# ---- backlight_frame_scheduler_flat ----
### Power grid, backlight_frame_scheduler_flat

Scale: 4 px per µm. Pins as bars on the die edge.
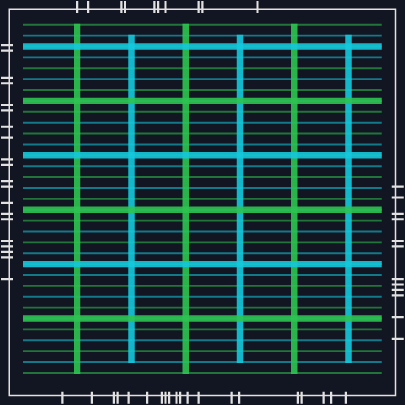
### Placement by cell class, backlight_frame_scheduler_flat

Scale: 3 px per µm. Fill, decap, tap and diode cells in grey.
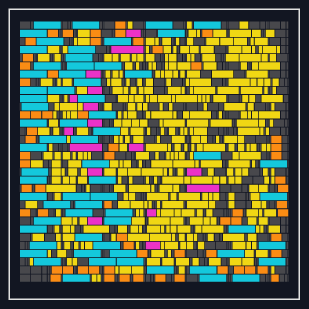
### config.mk
export PLATFORM = sky130hd
export DESIGN_NAME = backlight_frame_scheduler_flat
export DESIGN_NICKNAME = d
export VERILOG_FILES = /design/src/rtl/backlight_frame_scheduler_if.sv /design/src/rtl/backlight_frame_scheduler.sv /design/src/flat_wrapper.sv
export SDC_FILE = /design/constraint.sdc
export NUM_CORES = 1
export LEC_CHECK = 0
export CAP_MARGIN = 0
export CORE_MARGIN = 3
export CORE_UTILIZATION = 60
export DETAILED_ROUTE_END_ITERATION = 6
export PLACE_DENSITY_LB_ADDON = 0.1
export SLEW_MARGIN = 20
export SYNTH_ARGS = -nofsm -noshare
export SYNTH_HDL_FRONTEND = slang
export SYNTH_SLANG_ARGS = --single-unit
### constraint.sdc
create_clock -name clk -period 7.95 [get_ports clk]
set_clock_uncertainty 0.2 [all_clocks]
set_input_delay 1.59 -clock clk [delete_from_list [all_inputs] [get_ports clk]]
set_output_delay 1.59 -clock clk [all_outputs]
set_load 0.03 [all_outputs]
### src/rtl/backlight_frame_scheduler_if.sv
// Zone-buffer read port plus SRAM write port between the frame scheduler and its neighbours.
// The master side is the scheduler; the slave side is the zone buffer / SRAM writer.
interface backlight_frame_scheduler_if #(
  parameter int ADDR_W = 10,
  parameter int ZV_W   = 8,
  parameter int DATA_W = 16
);
  logic              zr_en;
  logic [ADDR_W-1:0] zr_addr;
  logic [ZV_W-1:0]   zr_data;
  logic              sdbpflag;
  logic              wt_en;
  logic [ADDR_W-1:0] wtaddr;
  logic [DATA_W-1:0] wtdina;

  modport master (
    output zr_en, zr_addr, sdbpflag, wt_en, wtaddr, wtdina,
    input  zr_data
  );

  modport slave (
    input  zr_en, zr_addr, sdbpflag, wt_en, wtaddr, wtdina,
    output zr_data
  );
endinterface

### src/rtl/backlight_frame_scheduler.sv
// Streams one gain-scaled zone frame into the backlight SRAM; first write 4 cycles after frame_start, done at ZONES+4.
// No backpressure: requests while busy are dropped and flagged on overrun. BFS_MINLEVEL_EN enables the non-zero floor.
module backlight_frame_scheduler #(
  parameter int ZONES     = 384,
  parameter int ADDR_W    = 10,
  parameter int ZV_W      = 8,
  parameter int DATA_W    = 16,
  parameter int MIN_LEVEL = 16
) (
  input  logic       clk,
  input  logic       reset_p,
  input  logic       frame_start,
  input  logic [7:0] gain,
  backlight_frame_scheduler_if.master bus,
  output logic       busy,
  output logic       done,
  output logic       overrun,
  input  logic       overrun_clr
);

  localparam logic [ADDR_W-1:0] LAST_ADDR = ADDR_W'(ZONES - 1);

  typedef enum logic [2:0] {
    S_IDLE,
    S_SOF,
    S_RUN,
    S_DRAIN,
    S_DONE
  } state_t;

  state_t            state;
  logic              drain_cnt;
  logic [7:0]        gain_q;
  logic              rd_vld;
  logic [ADDR_W-1:0] rd_addr;
  logic [DATA_W-1:0] prod;
  logic [DATA_W-1:0] wr_dat;

  always_ff @(posedge clk or posedge reset_p) begin
    if (reset_p) begin
      state        <= S_IDLE;
      drain_cnt    <= 1'b0;
      gain_q       <= '0;
      bus.sdbpflag <= 1'b0;
      bus.zr_en    <= 1'b0;
      bus.zr_addr  <= '0;
      busy         <= 1'b0;
      done         <= 1'b0;
      overrun      <= 1'b0;
    end else begin
      bus.sdbpflag <= 1'b0;
      done         <= 1'b0;

      // A request outside IDLE is lost; setting beats a simultaneous clear.
      if (frame_start && state != S_IDLE) begin
        overrun <= 1'b1;
      end else if (overrun_clr) begin
        overrun <= 1'b0;
      end

      case (state)
        S_IDLE: begin
          if (frame_start) begin
            state        <= S_SOF;
            gain_q       <= gain;
            bus.sdbpflag <= 1'b1;
            busy         <= 1'b1;
          end
        end
        S_SOF: begin
          state       <= S_RUN;
          bus.zr_en   <= 1'b1;
          bus.zr_addr <= '0;
        end
        S_RUN: begin
          if (bus.zr_addr == LAST_ADDR) begin
            state     <= S_DRAIN;
            bus.zr_en <= 1'b0;
            drain_cnt <= 1'b0;
          end else begin
            bus.zr_addr <= bus.zr_addr + 1'b1;
          end
        end
        S_DRAIN: begin
          if (drain_cnt) begin
            state <= S_DONE;
            done  <= 1'b1;
          end else begin
            drain_cnt <= 1'b1;
          end
        end
        S_DONE: begin
          state <= S_IDLE;
          busy  <= 1'b0;
        end
        default: state <= S_IDLE;
      endcase
    end
  end

  // gain+1 never exceeds 256, so the product fits DATA_W exactly.
  assign prod = DATA_W'(bus.zr_data) * DATA_W'({1'b0, gain_q} + 9'd1);

  always_comb begin
    wr_dat = prod;
`ifdef BFS_MINLEVEL_EN
    if (bus.zr_data != '0 && prod < DATA_W'(MIN_LEVEL)) begin
      wr_dat = DATA_W'(MIN_LEVEL);
    end
`endif
  end

  always_ff @(posedge clk or posedge reset_p) begin
    if (reset_p) begin
      rd_vld     <= 1'b0;
      rd_addr    <= '0;
      bus.wt_en  <= 1'b0;
      bus.wtaddr <= '0;
      bus.wtdina <= '0;
    end else begin
      rd_vld    <= bus.zr_en;
      rd_addr   <= bus.zr_addr;
      bus.wt_en <= rd_vld;
      if (rd_vld) begin
        bus.wtaddr <= rd_addr;
        bus.wtdina <= wr_dat;
      end
    end
  end

endmodule
### src/flat_wrapper.sv
// flat-port wrapper written by rule: the top's interface ports become plain ports
module backlight_frame_scheduler_flat 
#(
  parameter int ZONES     = 384,
  parameter int ADDR_W    = 10,
  parameter int ZV_W      = 8,
  parameter int DATA_W    = 16,
  parameter int MIN_LEVEL = 16
)
  (clk, reset_p, frame_start, gain, busy, done, overrun, overrun_clr, bus_zr_en, bus_zr_addr, bus_sdbpflag, bus_wt_en, bus_wtaddr, bus_wtdina, bus_zr_data);
  backlight_frame_scheduler_if #(.ADDR_W(ADDR_W), .ZV_W(ZV_W), .DATA_W(DATA_W)) bus_i ();
  input  logic clk;
  input  logic reset_p;
  input  logic frame_start;
  input  logic [7:0] gain;
  output logic busy;
  output logic done;
  output logic overrun;
  input  logic overrun_clr;
  output wire logic [$bits(bus_i.zr_en)-1:0] bus_zr_en;
  output wire logic [$bits(bus_i.zr_addr)-1:0] bus_zr_addr;
  output wire logic [$bits(bus_i.sdbpflag)-1:0] bus_sdbpflag;
  output wire logic [$bits(bus_i.wt_en)-1:0] bus_wt_en;
  output wire logic [$bits(bus_i.wtaddr)-1:0] bus_wtaddr;
  output wire logic [$bits(bus_i.wtdina)-1:0] bus_wtdina;
  input wire logic [$bits(bus_i.zr_data)-1:0] bus_zr_data;
  assign bus_zr_en = bus_i.zr_en;
  assign bus_zr_addr = bus_i.zr_addr;
  assign bus_sdbpflag = bus_i.sdbpflag;
  assign bus_wt_en = bus_i.wt_en;
  assign bus_wtaddr = bus_i.wtaddr;
  assign bus_wtdina = bus_i.wtdina;
  assign bus_i.zr_data = bus_zr_data;
  backlight_frame_scheduler #(.ZONES(ZONES), .ADDR_W(ADDR_W), .ZV_W(ZV_W), .DATA_W(DATA_W), .MIN_LEVEL(MIN_LEVEL)) u_core (.clk(clk), .reset_p(reset_p), .frame_start(frame_start), .gain(gain), .bus(bus_i), .busy(busy), .done(done), .overrun(overrun), .overrun_clr(overrun_clr));
endmodule
==> qor.yml <==
endpoint_kind: "flip-flop"
layout_top_cell: "dfrtp_1"
worst-path-stages: 13
ys.flops: 65
slew_headroom_pct: 44.0
yosysWarnings: 0
worstSetupEndpoint: "u_core.bus.wtdina[10]"
synthesis.nets: 562
ys_sh_mux_pct: 5.75
floorplan.core_util_pct: 62.5
clockBufferDepth: 2
status: "completed"
hold_path_class: "reg2reg"
grt_pass1_wl_mm: 17.7
clk_pin_slew_ns: 0.08
place_hpwl_mm: 8.07
clockRootBuffer: "clkbuf_8"
coreArea_um2: 7810
syn_inst: 464
ys_sh_simple_pct: 17.5
comb_area_um2: 3000
r2r-start: "u_core.gain_q[0]"
hold_start: "u_core.bus.zr_en"
cp_common_cell: "fa_1"
cp-startpoint: "bus_zr_data[5]"
path_class: "in2reg"
Notes on 'Power grid' of backlight_frame_scheduler_flat above:
Key: VDD = cyan; VSS = green
33 met1 rails follow the rows. 6 straps on met5. The core has 32 rows.

Notes on 'Placement by cell class' of backlight_frame_scheduler_flat above:
Key: other buffers and delay cells = orange [cells 63, share of their area 11%]; flops = cyan [cells 65, share of their area 28%]; clock drivers and dummy loads = magenta [cells 16, share of their area 4.4%]; combinational and other logic = yellow [cells 391, share of their area 56%]

[synthesized netlist by cell type, drive strengths merged (5+ instances only)]
cell type,count,area [µm²]
fa,41,821
a21oi,13,65.1
nand3,9,45.0
nor2b,25,156
and2,27,169
nand2b,9,56.3
mux2,24,270
nand4,7,43.8
inv,61,229
xnor2,10,87.6
nand2,32,120
dfrtp,65,1630
o21ai,9,45.0
nor2,20,75.1
xor2,10,87.6
nor3,7,40.0
a21o,5,37.5
ha,37,463
buf,5,31.3
[metrics by stage]
step	hold slack (ns)	utilization [%]
after detailed placement	0.192	71.7
after floorplan	0.221	-
after global routing	0.220	75.0
final	0.213	75.0
after CTS	0.207	74.9
after global placement	0.208	71.7
[state kept, by name, indices dropped and copies added (netlist names), 3 cells and up]
signal	cells
u_core.bus.wtdina	16
u_core.rd_addr	10
u_core.state	3
u_core.bus.wtaddr	10
u_core.bus.zr_addr	10
u_core.gain_q	8
[per-layer routing]
metal | vias up | global-route usage, % | part of all wire (%)
li1 | 1672 | - | -
met1 | 1798 | 31.0 | 42
met2 | 87 | 43.6 | 51
met3 | 25 | 5.00 | 4.2
met4 | 0 | 10.1 | 2.8
met5 | - | 0 | 0

# ---- attribute_interpolator ----
--- config.mk ---
export PLATFORM = sky130hd
export DESIGN_NAME = attribute_interpolator
export DESIGN_NICKNAME = d
export VERILOG_FILES = /design/src/rtl/attribute_interpolator.sv
export SDC_FILE = /design/constraint.sdc
export NUM_CORES = 1
export LEC_CHECK = 0
export CAP_MARGIN = 10
export CORE_AREA = 5 5 205 207
export DETAILED_ROUTE_END_ITERATION = 8
export DIE_AREA = 0 0 210 212
export GPL_TIMING_DRIVEN = 0
export PLACE_DENSITY = 0.83
export SLEW_MARGIN = 20
export SYNTH_ARGS = -nofsm -noshare
export SYNTH_HDL_FRONTEND = slang
export SYNTH_SLANG_ARGS = --single-unit
--- constraint.sdc ---
create_clock -name clk -period 18.2 [get_ports clk]
set_input_delay 3.64 -clock clk [delete_from_list [all_inputs] [get_ports clk]]
set_output_delay 3.64 -clock clk [all_outputs]
set_load 0.03 [all_outputs]
--- src/rtl/attribute_interpolator.sv ---
// Barycentric attribute interpolator: one time-shared MAC step per cycle, saturating per-lane result.
// Optional INTERP_ROUND_EN: round half up instead of floor before the clamp.
module attribute_interpolator #(
  parameter int NUM_ATTR = 4,
  parameter int ATTR_W   = 8,
  parameter int WGT_FRAC = 16
) (
  input  logic                         clk,
  input  logic                         rst,
  input  logic                         in_valid,
  output logic                         in_ready,
  input  logic [31:0]                  w0,
  input  logic [31:0]                  w1,
  input  logic [31:0]                  w2,
  input  logic [NUM_ATTR*ATTR_W-1:0]   attr0,
  input  logic [NUM_ATTR*ATTR_W-1:0]   attr1,
  input  logic [NUM_ATTR*ATTR_W-1:0]   attr2,
  output logic                         out_valid,
  input  logic                         out_ready,
  output logic [NUM_ATTR*ATTR_W-1:0]   out_attr,
  output logic                         out_sat
);

  localparam int VEC_W  = NUM_ATTR * ATTR_W;
  localparam int ACC_W  = 32 + ATTR_W + 3;
  localparam int LANE_W = (NUM_ATTR > 1) ? $clog2(NUM_ATTR) : 1;
  localparam logic [LANE_W-1:0] LAST_LANE = LANE_W'(NUM_ATTR - 1);
  localparam logic signed [ACC_W-1:0] LANE_MAX = ACC_W'((64'd1 << ATTR_W) - 64'd1);
`ifdef INTERP_ROUND_EN
  localparam logic signed [ACC_W-1:0] RND_BIAS = ACC_W'(64'd1 << (WGT_FRAC - 1));
`endif

  typedef enum logic [1:0] {
    IDLE = 2'd0,
    MAC  = 2'd1,
    OUT  = 2'd2
  } state_t;

  state_t state_reg, state_next;

  logic signed [31:0]       w_reg    [3];
  logic [VEC_W-1:0]         attr_reg [3];
  logic signed [ACC_W-1:0]  acc_reg;
  logic [LANE_W-1:0]        lane_reg;
  logic [1:0]               term_reg;
  logic                     sat_acc_reg;
  logic [VEC_W-1:0]         res_reg;
  logic [VEC_W-1:0]         res_next;

  logic signed [31:0]       w_sel;
  logic [VEC_W-1:0]         attr_sel;
  logic [ATTR_W-1:0]        a_sel;
  logic signed [ACC_W-1:0]  w_ext;
  logic signed [ACC_W-1:0]  a_ext;
  logic signed [ACC_W-1:0]  prod;
  logic signed [ACC_W-1:0]  sum;
  logic signed [ACC_W-1:0]  shifted;
  logic [ATTR_W-1:0]        lane_val;
  logic                     clamp;
  logic                     last_term;
  logic                     last_lane;

  assign in_ready  = (state_reg == IDLE);
  assign last_term = (term_reg == 2'd2);
  assign last_lane = (lane_reg == LAST_LANE);

  // Operand select: term picks the vertex, lane picks the attribute field.
  always_comb begin
    w_sel    = w_reg[0];
    attr_sel = attr_reg[0];
    case (term_reg)
      2'd1: begin
        w_sel    = w_reg[1];
        attr_sel = attr_reg[1];
      end
      2'd2: begin
        w_sel    = w_reg[2];
        attr_sel = attr_reg[2];
      end
      default: begin
        w_sel    = w_reg[0];
        attr_sel = attr_reg[0];
      end
    endcase
  end

  assign a_sel = attr_sel[lane_reg*ATTR_W +: ATTR_W];
  assign w_ext = ACC_W'(w_sel);
  assign a_ext = ACC_W'({1'b0, a_sel});
  assign prod  = w_ext * a_ext;
  assign sum   = acc_reg + prod;

`ifdef INTERP_ROUND_EN
  assign shifted = (sum + RND_BIAS) >>> WGT_FRAC;
`else
  assign shifted = sum >>> WGT_FRAC;
`endif

  // Saturate the scaled sum into the unsigned lane range.
  always_comb begin
    clamp    = 1'b0;
    lane_val = shifted[ATTR_W-1:0];
    if (shifted[ACC_W-1]) begin
      clamp    = 1'b1;
      lane_val = '0;
    end else if (shifted > LANE_MAX) begin
      clamp    = 1'b1;
      lane_val = '1;
    end
  end

  always_comb begin
    res_next = res_reg;
    if (state_reg == MAC && last_term) begin
      res_next[lane_reg*ATTR_W +: ATTR_W] = lane_val;
    end
  end

  always_comb begin
    state_next = state_reg;
    case (state_reg)
      IDLE: begin
        if (in_valid) begin
          state_next = MAC;
        end
      end
      MAC: begin
        if (last_term && last_lane) begin
          state_next = OUT;
        end
      end
      OUT: begin
        if (out_ready) begin
          state_next = IDLE;
        end
      end
      default: state_next = IDLE;
    endcase
  end

  always_ff @(posedge clk) begin
    if (rst) begin
      state_reg <= IDLE;
    end else begin
      state_reg <= state_next;
    end
  end

  always_ff @(posedge clk) begin
    if (rst) begin
      for (int i = 0; i < 3; i++) begin
        w_reg[i]    <= '0;
        attr_reg[i] <= '0;
      end
      acc_reg     <= '0;
      lane_reg    <= '0;
      term_reg    <= '0;
      sat_acc_reg <= 1'b0;
      res_reg     <= '0;
      out_valid   <= 1'b0;
      out_attr    <= '0;
      out_sat     <= 1'b0;
    end else begin
      case (state_reg)
        IDLE: begin
          if (in_valid) begin
            w_reg[0]    <= w0;
            w_reg[1]    <= w1;
            w_reg[2]    <= w2;
            attr_reg[0] <= attr0;
            attr_reg[1] <= attr1;
            attr_reg[2] <= attr2;
            acc_reg     <= '0;
            lane_reg    <= '0;
            term_reg    <= '0;
            sat_acc_reg <= 1'b0;
          end
        end
        MAC: begin
          if (last_term) begin
            acc_reg     <= '0;
            term_reg    <= '0;
            res_reg     <= res_next;
            sat_acc_reg <= sat_acc_reg | clamp;
            if (last_lane) begin
              lane_reg  <= '0;
              out_attr  <= res_next;
              out_sat   <= sat_acc_reg | clamp;
              out_valid <= 1'b1;
            end else begin
              lane_reg <= lane_reg + LANE_W'(1);
            end
          end else begin
            acc_reg  <= sum;
            term_reg <= term_reg + 2'd1;
          end
        end
        OUT: begin
          if (out_ready) begin
            out_valid <= 1'b0;
          end
        end
        default: begin
          out_valid <= 1'b0;
        end
      endcase
    end
  end

endmodule

==> qor.yml <==
status: "completed"
cts_hold_buf: 0
htreeDepth: 1
nFillCells: 2993
start_kind: "flip-flop"
cts.sinks: 308
endpoint_kind: "flip-flop"
viasPerCell: 5.80
clk-insertion-delay-late_ns: 0.59
yosys.cell_types.count: 71
async_reset_ff_share_pct: 0
critPathMaxStageDelay_ns: 0.60
die_x_um: 210
antenna_left: 0
ys_sh_mux_pct: 0.822
synth.largest_area_cell: "edfxtp_1"
synthToLayoutAreaGrowth_pct: 17.3
synthesis.area_um2: 23300
top_cell: "inv_1"
path_class: "reg2reg"
ys_sh_simple_pct: 17.7
adder_share_pct: 25.9
yosys_cells: 2392
coreArea_um2: 40200
synthDominantCellAreaShare_pct: 24.8
top_cells_by_area: "edfxtp_1, fa_1, dfxtp_1"
grt_pass1_vias: 19500
-- worst paths after layout --
| path | to | startpoint | cells after the start | slack [ns] |
|---|---|---|---|---|
| hold reg to reg | res_reg[15] | res_reg[15] | 2 | 0.45 |
| setup reg to reg | res_reg[28] | term_reg[0] | 31 | 7.66 |
| hold / removal | res_reg[15] | res_reg[15] | 2 | 0.45 |
| setup / recovery | res_reg[28] | term_reg[0] | 31 | 7.66 |
-- stage by stage --
step / hold WS, ns / util, % / power, mW
4_1_cts: 0.455 / 68.0 / 4.32
3_3_place_gp: 0.439 / 65.3 / 3.61
2_1_floorplan: 0.430 / - / 2.92
3_5_place_dp: 0.446 / 65.5 / 3.67
5_1_grt: 0.474 / 68.0 / 4.72
6_report: 0.452 / 68.0 / 4.36
-- layer usage --
layer  vias up  global-route usage [%]  wire length, µm
met5         -                       0                0
met1      8984                    40.6            26300
li1       8466                       -                -
met4         0                    11.5             2950
met2      1001                    49.2            31300
met3       173                    4.80             6020
-- power by group --
part	switching [mW]	total [mW]	internal, mW
clock network	0.282	0.626	0.344
registers	0.0218	0.822	0.800
logic	1.88	2.91	1.04
total	2.18	4.36	2.18
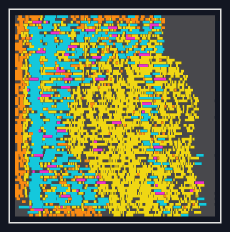
*Placement by cell class, attribute_interpolator*
Scale: 1 px per µm. Fill, decap, tap and diode cells in grey.
Key: other buffers and delay cells = orange [cells 357, share of their area 11%]; flops = cyan [cells 308, share of their area 30%]; clock drivers and dummy loads = magenta [cells 57, share of their area 3.7%]; combinational and other logic = yellow [cells 1959, share of their area 55%]

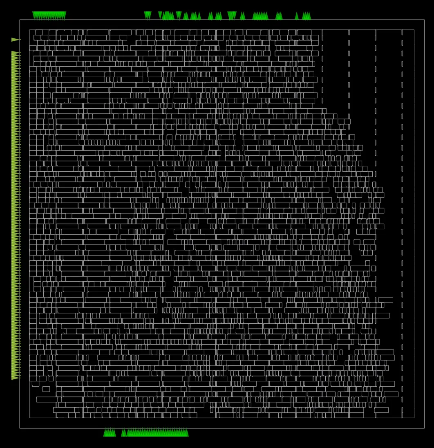
*Placed standard cells, attribute_interpolator*
flop share of the area: 29.6%
flip-flops: 308
non-filler cells, final: 3213


# ---- uart_tx_flat ----
### config.mk
export PLATFORM = sky130hd
export DESIGN_NAME = uart_tx_flat
export DESIGN_NICKNAME = d
export VERILOG_FILES = /design/src/rtl/uart_tx_if.sv /design/src/rtl/uart_tx.sv /design/src/flat_wrapper.sv
export SDC_FILE = /design/constraint.sdc
export NUM_CORES = 1
export LEC_CHECK = 0
export CORE_MARGIN = 1.5
export CORE_UTILIZATION = 51
export DETAILED_ROUTE_END_ITERATION = 8
export GPL_ROUTABILITY_DRIVEN = 0
export PLACE_DENSITY = 0.76
export RECOVER_POWER = 25
export SYNTH_ARGS = -nofsm -noshare
export SYNTH_HDL_FRONTEND = slang
export SYNTH_SLANG_ARGS = --single-unit
### constraint.sdc
create_clock -name CLK -period 1.85 [get_ports CLK]
set_input_delay 0.37 -clock CLK [delete_from_list [all_inputs] [get_ports CLK]]
set_output_delay 0.37 -clock CLK [all_outputs]
set_load 0.03 [all_outputs]
### src/rtl/uart_tx_if.sv
// rtl/uart_tx_if.sv - parallel request and serial line bundle for the UART transmitter
interface uart_tx_if #(
  parameter int DATA_WIDTH = 8
);
  logic [DATA_WIDTH-1:0] P_DATA;
  logic                  Data_Valid;
  logic                  PAR_EN;
  logic                  PAR_TYP;
  logic                  TX_OUT;
  logic                  Busy;

  // The system side issuing bytes.
  modport master (
    output P_DATA,
    output Data_Valid,
    output PAR_EN,
    output PAR_TYP,
    input  TX_OUT,
    input  Busy
  );

  // The transmitter.
  modport slave (
    input  P_DATA,
    input  Data_Valid,
    input  PAR_EN,
    input  PAR_TYP,
    output TX_OUT,
    output Busy
  );
endinterface

### src/rtl/uart_tx.sv
// rtl/uart_tx.sv - baud-rate clocked UART frame serializer with optional parity
module uart_tx #(
  parameter int DATA_WIDTH = 8
) (
  input  logic     CLK,
  input  logic     RST,
  uart_tx_if.slave bus
);

  // A single-bit counter still needs one flop when DATA_WIDTH is 1.
  localparam int CNT_W = (DATA_WIDTH > 1) ? $clog2(DATA_WIDTH) : 1;
  localparam logic [CNT_W-1:0] LAST_BIT = CNT_W'(DATA_WIDTH - 1);

  typedef enum logic [2:0] {
    S_IDLE   = 3'd0,
    S_START  = 3'd1,
    S_DATA   = 3'd2,
    S_PARITY = 3'd3,
    S_STOP   = 3'd4
  } state_t;

  state_t                r_state;
  state_t                w_next_state;
  logic [DATA_WIDTH-1:0] r_data;
  logic                  r_par_en;
  logic                  r_par_typ;
  logic [CNT_W-1:0]      r_cnt;
  logic                  r_tx_out;
  logic                  r_busy;

  logic                  w_accept;
  logic                  w_last_bit;
  logic                  w_parity_bit;
  logic [CNT_W-1:0]      w_bit_sel;
  logic                  w_tx_next;
  logic                  w_busy_next;

  // A request is only taken while the line is idle; strobes during a frame are dropped.
  assign w_accept     = (r_state == S_IDLE) && bus.Data_Valid;
  assign w_last_bit   = (r_cnt == LAST_BIT);
  // Even parity is the XOR of the latched byte; odd parity inverts it.
  assign w_parity_bit = (^r_data) ^ r_par_typ;
  // Outputs are registered, so the bit chosen now is the one shown next cycle:
  // from START that is bit 0, from DATA it is the bit after the current one.
  assign w_bit_sel    = (r_state == S_DATA) ? (r_cnt + CNT_W'(1)) : '0;

  // State register.
  always_ff @(posedge CLK or negedge RST) begin
    if (!RST) begin
      r_state <= S_IDLE;
    end else begin
      r_state <= w_next_state;
    end
  end

  // Next-state decode and the line/busy values to register for the next cycle.
  always_comb begin
    w_next_state = r_state;
    w_tx_next    = 1'b1;
    w_busy_next  = 1'b0;

    case (r_state)
      S_IDLE: begin
        if (bus.Data_Valid) begin
          w_next_state = S_START;
        end
      end
      S_START: begin
        w_next_state = S_DATA;
      end
      S_DATA: begin
        if (w_last_bit) begin
          w_next_state = r_par_en ? S_PARITY : S_STOP;
        end
      end
      S_PARITY: begin
        w_next_state = S_STOP;
      end
      S_STOP: begin
        w_next_state = S_IDLE;
      end
      default: begin
        w_next_state = S_IDLE;
      end
    endcase

    case (w_next_state)
      S_START:  w_tx_next = 1'b0;
      S_DATA:   w_tx_next = r_data[w_bit_sel];
      S_PARITY: w_tx_next = w_parity_bit;
      default:  w_tx_next = 1'b1;
    endcase

    w_busy_next = (w_next_state != S_IDLE);
  end

  // Byte and framing options are captured once at acceptance and held for the whole frame.
  always_ff @(posedge CLK or negedge RST) begin
    if (!RST) begin
      r_data    <= '0;
      r_par_en  <= 1'b0;
      r_par_typ <= 1'b0;
    end else if (w_accept) begin
      r_data    <= bus.P_DATA;
      r_par_en  <= bus.PAR_EN;
      r_par_typ <= bus.PAR_TYP;
    end
  end

  // Bit counter: cleared while entering DATA, then advanced once per data bit.
  always_ff @(posedge CLK or negedge RST) begin
    if (!RST) begin
      r_cnt <= '0;
    end else if (r_state == S_START) begin
      r_cnt <= '0;
    end else if (r_state == S_DATA) begin
      r_cnt <= r_cnt + CNT_W'(1);
    end
  end

  // Line and busy flops; the serial output never passes through combinational logic.
  always_ff @(posedge CLK or negedge RST) begin
    if (!RST) begin
      r_tx_out <= 1'b1;
      r_busy   <= 1'b0;
    end else begin
      r_tx_out <= w_tx_next;
      r_busy   <= w_busy_next;
    end
  end

  assign bus.TX_OUT = r_tx_out;
  assign bus.Busy   = r_busy;

endmodule

### src/flat_wrapper.sv
// flat-port wrapper written by rule: the top's interface ports become plain ports
module uart_tx_flat 
#(
  parameter int DATA_WIDTH = 8
)
  (CLK, RST, bus_P_DATA, bus_Data_Valid, bus_PAR_EN, bus_PAR_TYP, bus_TX_OUT, bus_Busy);
  uart_tx_if #(.DATA_WIDTH(DATA_WIDTH)) bus_i ();
  input  logic CLK;
  input  logic RST;
  input wire logic [$bits(bus_i.P_DATA)-1:0] bus_P_DATA;
  input wire logic [$bits(bus_i.Data_Valid)-1:0] bus_Data_Valid;
  input wire logic [$bits(bus_i.PAR_EN)-1:0] bus_PAR_EN;
  input wire logic [$bits(bus_i.PAR_TYP)-1:0] bus_PAR_TYP;
  output wire logic [$bits(bus_i.TX_OUT)-1:0] bus_TX_OUT;
  output wire logic [$bits(bus_i.Busy)-1:0] bus_Busy;
  assign bus_i.P_DATA = bus_P_DATA;
  assign bus_i.Data_Valid = bus_Data_Valid;
  assign bus_i.PAR_EN = bus_PAR_EN;
  assign bus_i.PAR_TYP = bus_PAR_TYP;
  assign bus_TX_OUT = bus_i.TX_OUT;
  assign bus_Busy = bus_i.Busy;
  uart_tx #(.DATA_WIDTH(DATA_WIDTH)) u_core (.CLK(CLK), .RST(RST), .bus(bus_i));
endmodule
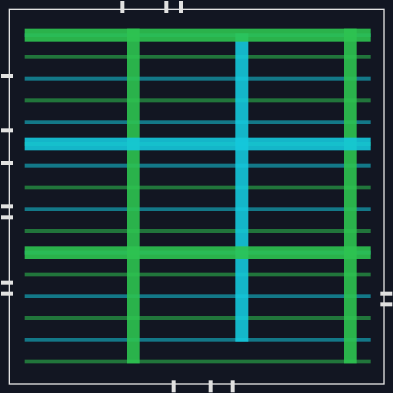
*Power grid, uart_tx_flat*
Scale: 8 px per µm. Pins as bars on the die edge.
Key: VSS = green; VDD = cyan
The core has 15 rows. 3 straps on met5. 16 met1 rails follow the rows. 15 signal pins sit on the boundary.

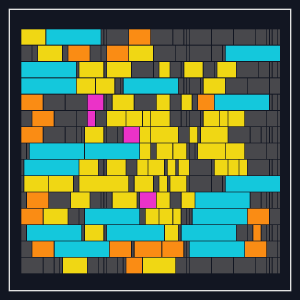
*Placement by cell class, uart_tx_flat*
Scale: 6 px per µm. Fill, decap, tap and diode cells in grey.
Key: flops = cyan [cells 18, share of their area 40%]; clock drivers and dummy loads = magenta [cells 4, share of their area 2.4%]; combinational and other logic = yellow [cells 58, share of their area 43%]; other buffers and delay cells = orange [cells 17, share of their area 14%]

metrics by stage:
step	cell area (µm²)	instances	hold slack, ns	worst slack [ns]
after CTS	1150	122	0.395	0.00976
final	1150	122	0.537	0.144
after floorplan	972	81	0.0744	0.306
after global routing	1150	122	0.561	0.0201
after detailed placement	1120	118	0.522	0.118
after global placement	1120	118	0.511	0.152
where the power goes:
| group | internal, mW | leakage, nW | switching (mW) |
|---|---|---|---|
| clock | 0.0837 | 0.0150 | 0.117 |
| combinational | 0.633 | 0.242 | 0.485 |
| sequential | 0.589 | 0.217 | 0.211 |
| total | 1.31 | 0.474 | 0.812 |
per-layer routing:
| layer | vias up | track usage, % | share of wire (%) |
|---|---|---|---|
| met1 | 334 | 25.0 | 44 |
| li1 | 323 | - | - |
| met5 | - | 0 | 0 |
| met3 | 2 | 5.88 | 3.1 |
| met4 | 0 | 6.67 | 0.72 |
| met2 | 11 | 33.1 | 52 |
state kept, by name, indices dropped and copies added, names as in the netlist:
signal,flops
u_core.r_data,8
u_core.bus.TX_OUT,1
u_core.r_par_typ,1
u_core.r_par_en,1
u_core.bus.Busy,1
u_core.r_cnt,3
u_core.r_state,3
==> qor.yml <==
status: "completed"
finalSetupTns_ns: 0
place_hpwl_mm: 1.26
comb_area_share_pct: 41.0
critPathMaxStageDelay_ns: 0.42
grt_pass1_vias: 670
syn_inst: 81
drc: 0
ys_seq_share_pct: 46.5
cts_hold_buf: 0
cp_top_family: "AND-OR/OR-AND gates"
maxCapViolCount: 0
cp_data_required_time_ns: 2.06
cp-startpoint: "u_core.r_cnt[1]"
die_x_um: 46.7
tightest_slew_ns: 0.962
drv_slew: 0
hold_end: "u_core.r_par_typ"
drt-initial-drc-count: 6
yosys-top-cells-count: "dfrtp_1, mux2_2, xnor2_1"
clockRootBuffer: "clkbuf_4"
cpMaxStageDelayCell: "dfrtp_1"
n_antenna_cell: 0
ys_sh_simple_pct: 12.6
floorplan.core_util_pct: 55.1
slew_headroom_pct: 35.9
clockNetworkAreaShare_pct: 2.29
well_tap_count: 25
yosys.cell_types.count: 34

# ---- prio_encoder_stream ----
### Power grid, prio_encoder_stream

Scale: 3 px per µm. Pins as bars on the die edge.
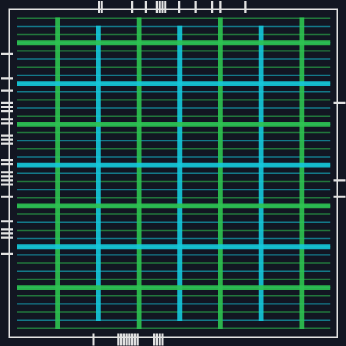
### Placement by cell class, prio_encoder_stream

Scale: 2 px per µm. Fill, decap, tap and diode cells in grey.
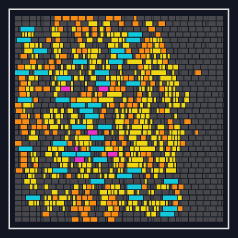
### Routed clock nets over the placement, prio_encoder_stream

Scale: 4 px per µm.
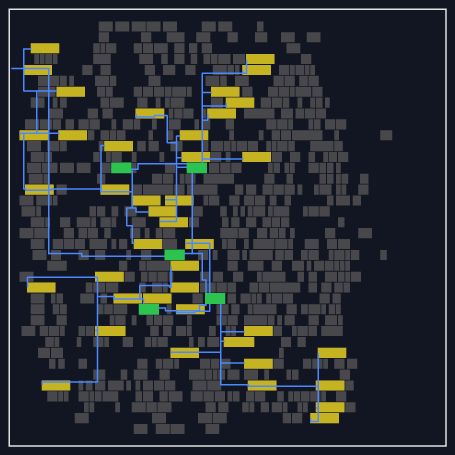
[config.mk]
export PLATFORM = sky130hd
export DESIGN_NAME = prio_encoder_stream
export DESIGN_NICKNAME = d
export VERILOG_FILES = /design/src/rtl/prio_encoder_stream.sv
export SDC_FILE = /design/constraint.sdc
export NUM_CORES = 1
export LEC_CHECK = 0
export CELL_PAD_IN_SITES_DETAIL_PLACEMENT = 0
export CELL_PAD_IN_SITES_GLOBAL_PLACEMENT = 2
export CORE_MARGIN = 2
export CORE_UTILIZATION = 30
export DETAILED_ROUTE_END_ITERATION = 16
export GPL_TIMING_DRIVEN = 1
export PLACE_DENSITY = 0.83
export SLEW_MARGIN = 20
export SYNTH_ARGS = -nofsm -noshare
export SYNTH_HDL_FRONTEND = slang
export SYNTH_SLANG_ARGS = --single-unit
[constraint.sdc]
create_clock -name clk -period 2.8 [get_ports clk]
set_input_delay 0.56 -clock clk [delete_from_list [all_inputs] [get_ports clk]]
set_output_delay 0.56 -clock clk [all_outputs]
set_load 0.01 [all_outputs]
[src/rtl/prio_encoder_stream.sv]
// Streaming priority encoder: accepts a request vector and emits one beat per
// set bit (or a single "none" beat for an all-zero vector), in LSB- or MSB-first order.
//
//   state | meaning
//   IDLE  | ready for a new vector, no beat on the output
//   EMIT  | walking the latched mask, one beat per handshake
module prio_encoder_stream #(
  parameter int WIDTH     = 32,
  parameter bit MSB_FIRST = 1'b0,
  localparam int IDX_W    = $clog2(WIDTH)
) (
  input  logic             clk,
  input  logic             rst,
  input  logic             in_valid,
  output logic             in_ready,
  input  logic [WIDTH-1:0] in_data,
  output logic             out_valid,
  input  logic             out_ready,
  output logic [IDX_W-1:0] out_idx,
  output logic             out_last,
  output logic             out_none,
  output logic             out_onehot,
  output logic [IDX_W:0]   out_seq
);

  localparam int SEQ_W = IDX_W + 1;

  typedef enum logic {IDLE, EMIT} state_t;

  state_t           state;
  logic [WIDTH-1:0] mask;
  logic             mask_multi;
  logic             in_nz;
  logic             in_multi;

  always_comb begin
    out_idx = '0;
    if (MSB_FIRST) begin
      for (int i = 0; i < WIDTH; i++)
        if (mask[i]) out_idx = IDX_W'(i);
    end else begin
      for (int i = WIDTH - 1; i >= 0; i--)
        if (mask[i]) out_idx = IDX_W'(i);
    end
  end

  // x & (x-1) is nonzero exactly when x has two or more bits set
  assign mask_multi = |(mask & (mask - WIDTH'(1)));
  assign in_nz      = |in_data;
  assign in_multi   = |(in_data & (in_data - WIDTH'(1)));

  // Gated by rst so both handshake signals are low during the reset cycle
  assign in_ready  = (state == IDLE) && !rst;
  assign out_valid = (state == EMIT) && !rst;
  assign out_last  = (state == EMIT) && !mask_multi;

  always_ff @(posedge clk) begin
    if (rst) begin
      state      <= IDLE;
      mask       <= '0;
      out_seq    <= '0;
      out_none   <= 1'b0;
      out_onehot <= 1'b0;
    end else begin
      case (state)
        IDLE: begin
          if (in_valid) begin
            mask       <= in_data;
            out_none   <= ~in_nz;
            out_onehot <= in_nz & ~in_multi;
            out_seq    <= '0;
            state      <= EMIT;
          end
        end
        EMIT: begin
          if (out_ready) begin
            mask    <= mask & ~(WIDTH'(1) << out_idx);
            out_seq <= out_seq + SEQ_W'(1);
            if (out_last) state <= IDLE;
          end
        end
        default: state <= IDLE;
      endcase
    end
  end

endmodule

==> qor.yml <==
fmax_ghz: 0.331
path_class: "reg2out"
switching_share_pct: 38.8
drc: 0
flop_area_um2: 823
ys_seq_share_pct: 24.9
ios: 52
violations: "negative setup slack"
instances_no_fill: 742
finalSetupViolations: 1
status: "finished with violations"
cts_hold_buf: 0
period_needed_ns: 3.02
yosys-stat-area_um2: 3300
gr-total-overflow: 0
met2RoutedLength_mm: 5.80
yosys.cell_types.count: 60
worst-path-stages: 8
post_cts_resized: 12
seq_share_pct: 16.8
well_tap_count: 140
r2r-start: "mask[25]"
timing.final.ws_setup_ns: -0.222
grt_use_total_pct: 22.3
synthDominantCellAreaShare_pct: 24.9
Notes on 'Power grid' of prio_encoder_stream above:
Key: VDD = cyan; VSS = green
52 signal pins sit on the boundary. 39 met1 rails follow the rows. The core has 38 rows.

Notes on 'Placement by cell class' of prio_encoder_stream above:
Key: other buffers and delay cells = orange [cells 164, share of their area 29%]; flops = cyan [cells 41, share of their area 17%]; clock drivers and dummy loads = magenta [cells 6, share of their area 1.6%]; combinational and other logic = yellow [cells 391, share of their area 52%]

Notes on 'Routed clock nets over the placement' of prio_encoder_stream above:
Key: clock wires = blue [length 629 µm]; flip-flops = yellow [count 41]; clock drivers = green [count 5]
There are 6 routed clock nets.

## layout by cell type (no fill, tap or decap), types with 4 or more instances in the layout
cell               n
buf_4            113
nor2_1            56
nand2_1           55
clkdlybuf4s50_1   47
o21ai_0           39
dfxtp_1           39
a21oi_1           24
a31oi_1           21
a21o_1            19
inv_1             13
nor4_1            13
a311oi_1          11
mux2i_1           10
nor3_1             9
or3_1              9
nand3_1            9
nor4_4             6
nor2b_1            6
maj3_1             6
a211oi_1           6
o31ai_1            5
clkbuf_8           5
nand4_1            4
## cells by family (layout without fill, tap and decap cells)
kind of cell	after synthesis	after routing	synth area share, %
xor gates and xnor gates	2	2	0.531
muxes	11	11	3.38
adders and majority gates	7	7	2.20
DFF	41	41	24.9
and+or+nand+nor	190	190	29.8
AOI/OAI and AO/OA	167	167	33.7
buffers and inverters	48	184	5.50
## registers in the layout, summed over array words and instances (netlist names)
register,count
state,1
out_onehot,1
out_none,1
mask,32
out_seq,6
## power groups by stage
stage	combinational (mW)	clock [mW]	sequential, mW
floorplan	0.462	0	0.656
global placement	0.957	0	0.652
detailed placement	0.961	0	0.654
CTS	0.969	0.378	0.641
global route	1.10	0.408	0.648
finish	1.02	0.375	0.644

# ---- ac_modulation_demod ----
**src/rtl/ac_modulation_demod.sv**
```systemverilog
`default_nettype none
// +--------------------------------------------------------------------------+
// | ac_modulation_demod: windowed PWM duty recovery plus fundamental          |
// | period/amplitude tracking.                        Revision: 1.0          |
// +--------------------------------------------------------------------------+
module ac_modulation_demod #(
    parameter int WINDOW_LOG2 = 12,
    parameter int HYST        = 64,
    parameter int PERIOD_W    = 10
) (
    input  logic                   clk,
    input  logic                   rst_n,
    input  logic                   modulation,
    output logic [11:0]            duty,
    output logic                   duty_valid,
    output logic [WINDOW_LOG2-1:0] carrier_edges,
    output logic [PERIOD_W-1:0]    fund_period,
    output logic [11:0]            amplitude,
    output logic                   fund_valid,
    output logic                   stall
);
    localparam int                  W         = WINDOW_LOG2;
    localparam logic [W-1:0]        C_WIN_ONE = {{(W-1){1'b0}}, 1'b1};
    localparam logic [PERIOD_W-1:0] C_PER_ONE = {{(PERIOD_W-1){1'b0}}, 1'b1};
    localparam logic [PERIOD_W-1:0] C_PER_MAX = '1;
    localparam logic [11:0]         C_UP_TH   = 12'(2048 + HYST);
    localparam logic [11:0]         C_DN_TH   = 12'(2048 - HYST);

    typedef enum logic [1:0] {
        ST_INIT = 2'd0,
        ST_LOW  = 2'd1,
        ST_HIGH = 2'd2
    } xstate_e;

    logic                sync1_q, sync1_d, sync2_q, sync2_d, prev_q, prev_d;
    logic [1:0]          start_q, start_d;
    logic [W-1:0]        win_cnt_q, win_cnt_d, edge_cnt_q, edge_cnt_d;
    logic [W:0]          high_cnt_q, high_cnt_d;
    logic [11:0]         duty_q, duty_d;
    logic                duty_valid_q, duty_valid_d;
    logic [W-1:0]        edges_q, edges_d;
    xstate_e             state_q, state_d;
    logic                armed_q, armed_d;
    logic [PERIOD_W-1:0] per_cnt_q, per_cnt_d, fund_period_q, fund_period_d;
    logic [11:0]         min_q, min_d, max_q, max_d, amplitude_q, amplitude_d;
    logic                fund_valid_q, fund_valid_d, stall_q, stall_d;

    logic [W:0]   w_high_sum;
    logic [W-1:0] w_edge_sum;
    logic [11:0]  w_scaled, w_amp_diff;
    logic         w_rise, w_active, w_terminal, w_crossing;

    assign w_high_sum = high_cnt_q + {{W{1'b0}}, sync2_q};

    generate
        if (W >= 12) begin : g_scale_down
            assign w_scaled = w_high_sum[W-1 -: 12];
        end else begin : g_scale_up
            assign w_scaled = {w_high_sum[W-1:0], {(12-W){1'b0}}};
        end
    endgenerate

    always_comb begin
        sync1_d    = modulation;
        sync2_d    = sync1_q;
        prev_d     = sync2_q;
        w_rise     = sync2_q & ~prev_q;
        // Window start is held off by the synchronizer depth so the first
        // window only ever sees post-reset samples.
        w_active   = (start_q == 2'd2);
        start_d    = w_active ? start_q : start_q + 2'd1;
        w_terminal = w_active && (win_cnt_q == '1);
        w_edge_sum = (edge_cnt_q == '1) ? edge_cnt_q
                                        : edge_cnt_q + {{(W-1){1'b0}}, w_rise};

        win_cnt_d    = w_active ? win_cnt_q + C_WIN_ONE : win_cnt_q;
        high_cnt_d   = high_cnt_q;
        edge_cnt_d   = edge_cnt_q;
        duty_d       = duty_q;
        edges_d      = edges_q;
        duty_valid_d = w_terminal;
        if (w_active) begin
            high_cnt_d = w_terminal ? '0 : w_high_sum;
            edge_cnt_d = w_terminal ? '0 : w_edge_sum;
        end
        if (w_terminal) begin
            duty_d  = w_high_sum[W] ? 12'hFFF : w_scaled;
            edges_d = w_edge_sum;
        end

        state_d    = state_q;
        w_crossing = 1'b0;
        if (duty_valid_q) begin
            case (state_q)
                ST_INIT: begin
                    if (duty_q > C_UP_TH)      state_d = ST_HIGH;
                    else if (duty_q < C_DN_TH) state_d = ST_LOW;
                end
                ST_LOW: begin
                    if (duty_q > C_UP_TH) begin
                        state_d    = ST_HIGH;
                        w_crossing = 1'b1;
                    end
                end
                ST_HIGH: begin
                    if (duty_q < C_DN_TH) state_d = ST_LOW;
                end
                default: state_d = ST_INIT;
            endcase
        end

        armed_d       = armed_q;
        per_cnt_d     = per_cnt_q;
        min_d         = min_q;
        max_d         = max_q;
        fund_period_d = fund_period_q;
        amplitude_d   = amplitude_q;
        fund_valid_d  = 1'b0;
        w_amp_diff    = max_q - min_q;
        if (duty_valid_q) begin
            if (w_crossing) begin
                armed_d   = 1'b1;
                per_cnt_d = C_PER_ONE;
                min_d     = duty_q;
                max_d     = duty_q;
                if (armed_q) begin
                    fund_valid_d  = 1'b1;
                    fund_period_d = per_cnt_q;
                    amplitude_d   = {1'b0, w_amp_diff[11:1]};
                end
            end else begin
                per_cnt_d = (per_cnt_q == C_PER_MAX) ? per_cnt_q : per_cnt_q + C_PER_ONE;
                if (duty_q < min_q) min_d = duty_q;
                if (duty_q > max_q) max_d = duty_q;
            end
        end
        stall_d = (per_cnt_d == C_PER_MAX);
    end

    always_ff @(posedge clk or negedge rst_n) begin
        if (!rst_n) begin
            sync1_q       <= 1'b0;
            sync2_q       <= 1'b0;
            prev_q        <= 1'b0;
            start_q       <= 2'd0;
            win_cnt_q     <= '0;
            high_cnt_q    <= '0;
            edge_cnt_q    <= '0;
            duty_q        <= '0;
            duty_valid_q  <= 1'b0;
            edges_q       <= '0;
            state_q       <= ST_INIT;
            armed_q       <= 1'b0;
            per_cnt_q     <= '0;
            min_q         <= '0;
            max_q         <= '0;
            fund_period_q <= '0;
            amplitude_q   <= '0;
            fund_valid_q  <= 1'b0;
            stall_q       <= 1'b0;
        end else begin
            sync1_q       <= sync1_d;
            sync2_q       <= sync2_d;
            prev_q        <= prev_d;
            start_q       <= start_d;
            win_cnt_q     <= win_cnt_d;
            high_cnt_q    <= high_cnt_d;
            edge_cnt_q    <= edge_cnt_d;
            duty_q        <= duty_d;
            duty_valid_q  <= duty_valid_d;
            edges_q       <= edges_d;
            state_q       <= state_d;
            armed_q       <= armed_d;
            per_cnt_q     <= per_cnt_d;
            min_q         <= min_d;
            max_q         <= max_d;
            fund_period_q <= fund_period_d;
            amplitude_q   <= amplitude_d;
            fund_valid_q  <= fund_valid_d;
            stall_q       <= stall_d;
        end
    end

    assign duty          = duty_q;
    assign duty_valid    = duty_valid_q;
    assign carrier_edges = edges_q;
    assign fund_period   = fund_period_q;
    assign amplitude     = amplitude_q;
    assign fund_valid    = fund_valid_q;
    assign stall         = stall_q;

endmodule
`default_nettype wire

```
**config.mk**
```make
export PLATFORM = sky130hd
export DESIGN_NAME = ac_modulation_demod
export DESIGN_NICKNAME = d
export VERILOG_FILES = /design/src/rtl/ac_modulation_demod.sv
export SDC_FILE = /design/constraint.sdc
export NUM_CORES = 1
export LEC_CHECK = 0
export CAP_MARGIN = 0
export CORE_UTILIZATION = 40
export DETAILED_ROUTE_END_ITERATION = 12
export GPL_ROUTABILITY_DRIVEN = 0
export PLACE_DENSITY = 0.57
export SETUP_SLACK_MARGIN = 0.02
export SLEW_MARGIN = 30
export SYNTH_ARGS = -nofsm -noshare
export SYNTH_HDL_FRONTEND = slang
export SYNTH_SLANG_ARGS = --single-unit
```
**constraint.sdc**
```tcl
create_clock -name clk -period 2.85 [get_ports clk]
set_clock_uncertainty 0.1 [all_clocks]
set_input_delay 0.57 -clock clk [delete_from_list [all_inputs] [get_ports clk]]
set_output_delay 0.57 -clock clk [all_outputs]
set_load 0.01 [all_outputs]
```
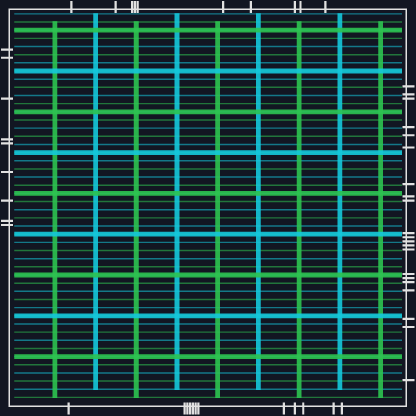
*Power grid, ac_modulation_demod*
Scale: 3 px per µm. Pins as bars on the die edge.
Key: VDD = cyan; VSS = green
9 straps on met5. The core has 47 rows. 52 signal pins sit on the boundary. 9 straps on met4.

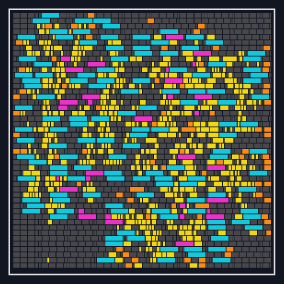
*Placement by cell class, ac_modulation_demod*
Scale: 2 px per µm. Fill, decap, tap and diode cells in grey.
Key: clock drivers and dummy loads = magenta [cells 32, share of their area 7.2%]; flops = cyan [cells 127, share of their area 40%]; other buffers and delay cells = orange [cells 74, share of their area 9.1%]; combinational and other logic = yellow [cells 505, share of their area 43%]

==> qor.yml <==
worst_r2r_endpoint: "max_q[2]"
tightest_slew_ns: 0.792
clockBufferDepth: 2
htreeDepth: 4
drt-initial-drc-count: 268
chip_area_um2: 17400
layout_top_cells: "dfrtp_1, nand2_1, clkdlybuf4s50_1, nor2_1, ha_1"
antenna_found_initial: 0
synthFlopType: "dfrtp_1"
status: "completed"
edf_count: 0
critPathMaxStageDelay_ns: 0.58
yosys.cell_types.count: 62
slew_headroom_pct: 46.7
grt_use_total_pct: 18.0
power_density_nw_per_um2: 531
grt_pass1_wl_mm: 25.1
yosys-stat-area_um2: 6750
well_tap_count: 220
n_all_buffers: 74
die_x_um: 132
ys_sh_simple_pct: 14.7
cp_data_required_time_ns: 3.05
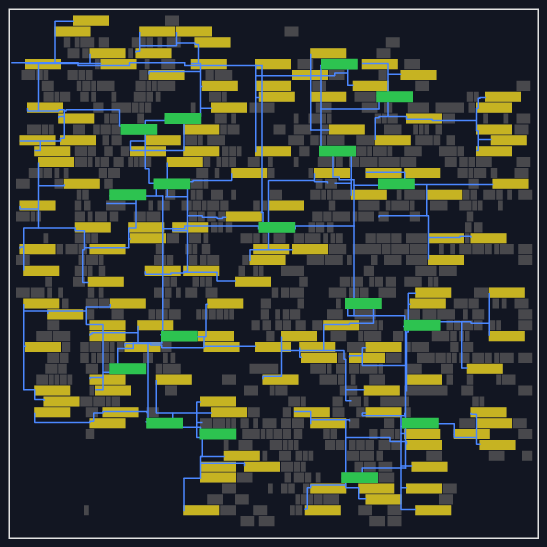
*Routed clock nets over the placement, ac_modulation_demod*
Scale: 4 px per µm.
Key: flip-flops = yellow [count 127]; clock wires = blue [length 1750 µm]; clock drivers = green [count 17]
There are 18 routed clock nets.

-- cells in the mapped netlist, drive strengths merged, types with 3 or more instances --
library cell	n
dfrtp	127
nand2	67
o21ai	45
nor2	44
ha	40
mux2	36
inv	33
xnor2	32
a21oi	30
nand3	22
clkbuf	19
nand4	18
and3	17
xor2	14
buf	11
a31oi	9
a21o	8
o31ai	8
nand2b	7
nor3	7
o2bb2ai	7
nor2b	5
o22a	5
a2111oi	4
or4	4
and4b	3
mux2i	3
o41ai	3
-- per-stage QoR --
| step | setup slack, ns | total power, mW | cells | hold WS [ns] | utilization (%) |
|---|---|---|---|---|---|
| floorplan | 0.379 | 2.20 | 662 | 0.174 | - |
| global placement | 0.137 | 2.30 | 926 | 0.238 | 46.0 |
| detailed placement | 0.101 | 2.31 | 926 | 0.240 | 46.0 |
| CTS | 0.0969 | 4.39 | 958 | 0.00923 | 49.4 |
| global route | 0.0556 | 4.54 | 958 | 0.0295 | 49.4 |
| finish | 0.244 | 4.34 | 958 | 0.00739 | 49.4 |
-- repair_timing --
action,4_1_cts,5_1_grt
endpoints found under the hold margin,0,0
resized,0,1
hold buffers,0,0
buffers inserted,0,0
endpoints found under the setup margin,0,12


==> screenshots <==
Placed standard cells.
(a)
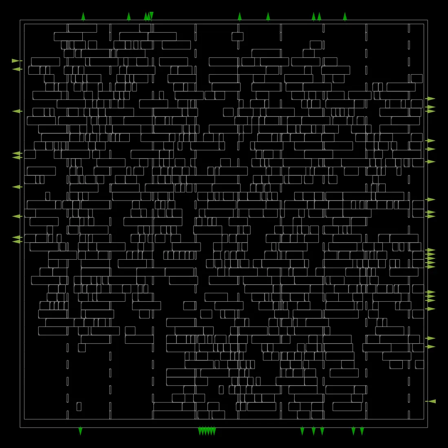
(b)
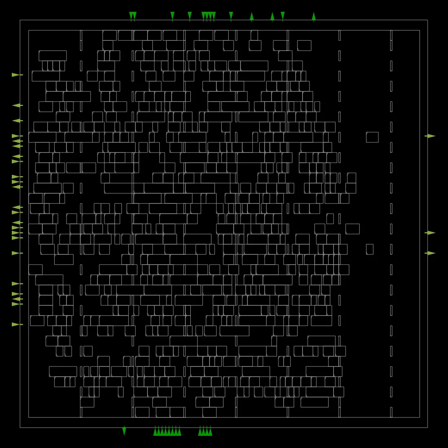
(c)
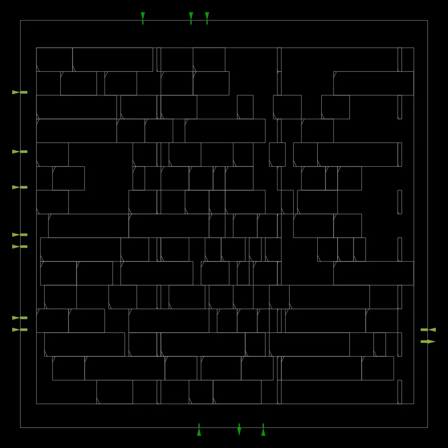
(d)
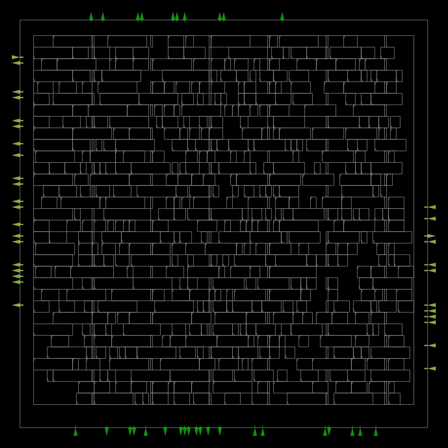
| picture | from |
|---|---|
| (d) | backlight_frame_scheduler_flat |
| (b) | prio_encoder_stream |
| (a) | ac_modulation_demod |
| (c) | uart_tx_flat |
Of these, fewest sequential cells: (c)
Of these, most cells: (a)

Power and IR drop assume default switching activity.
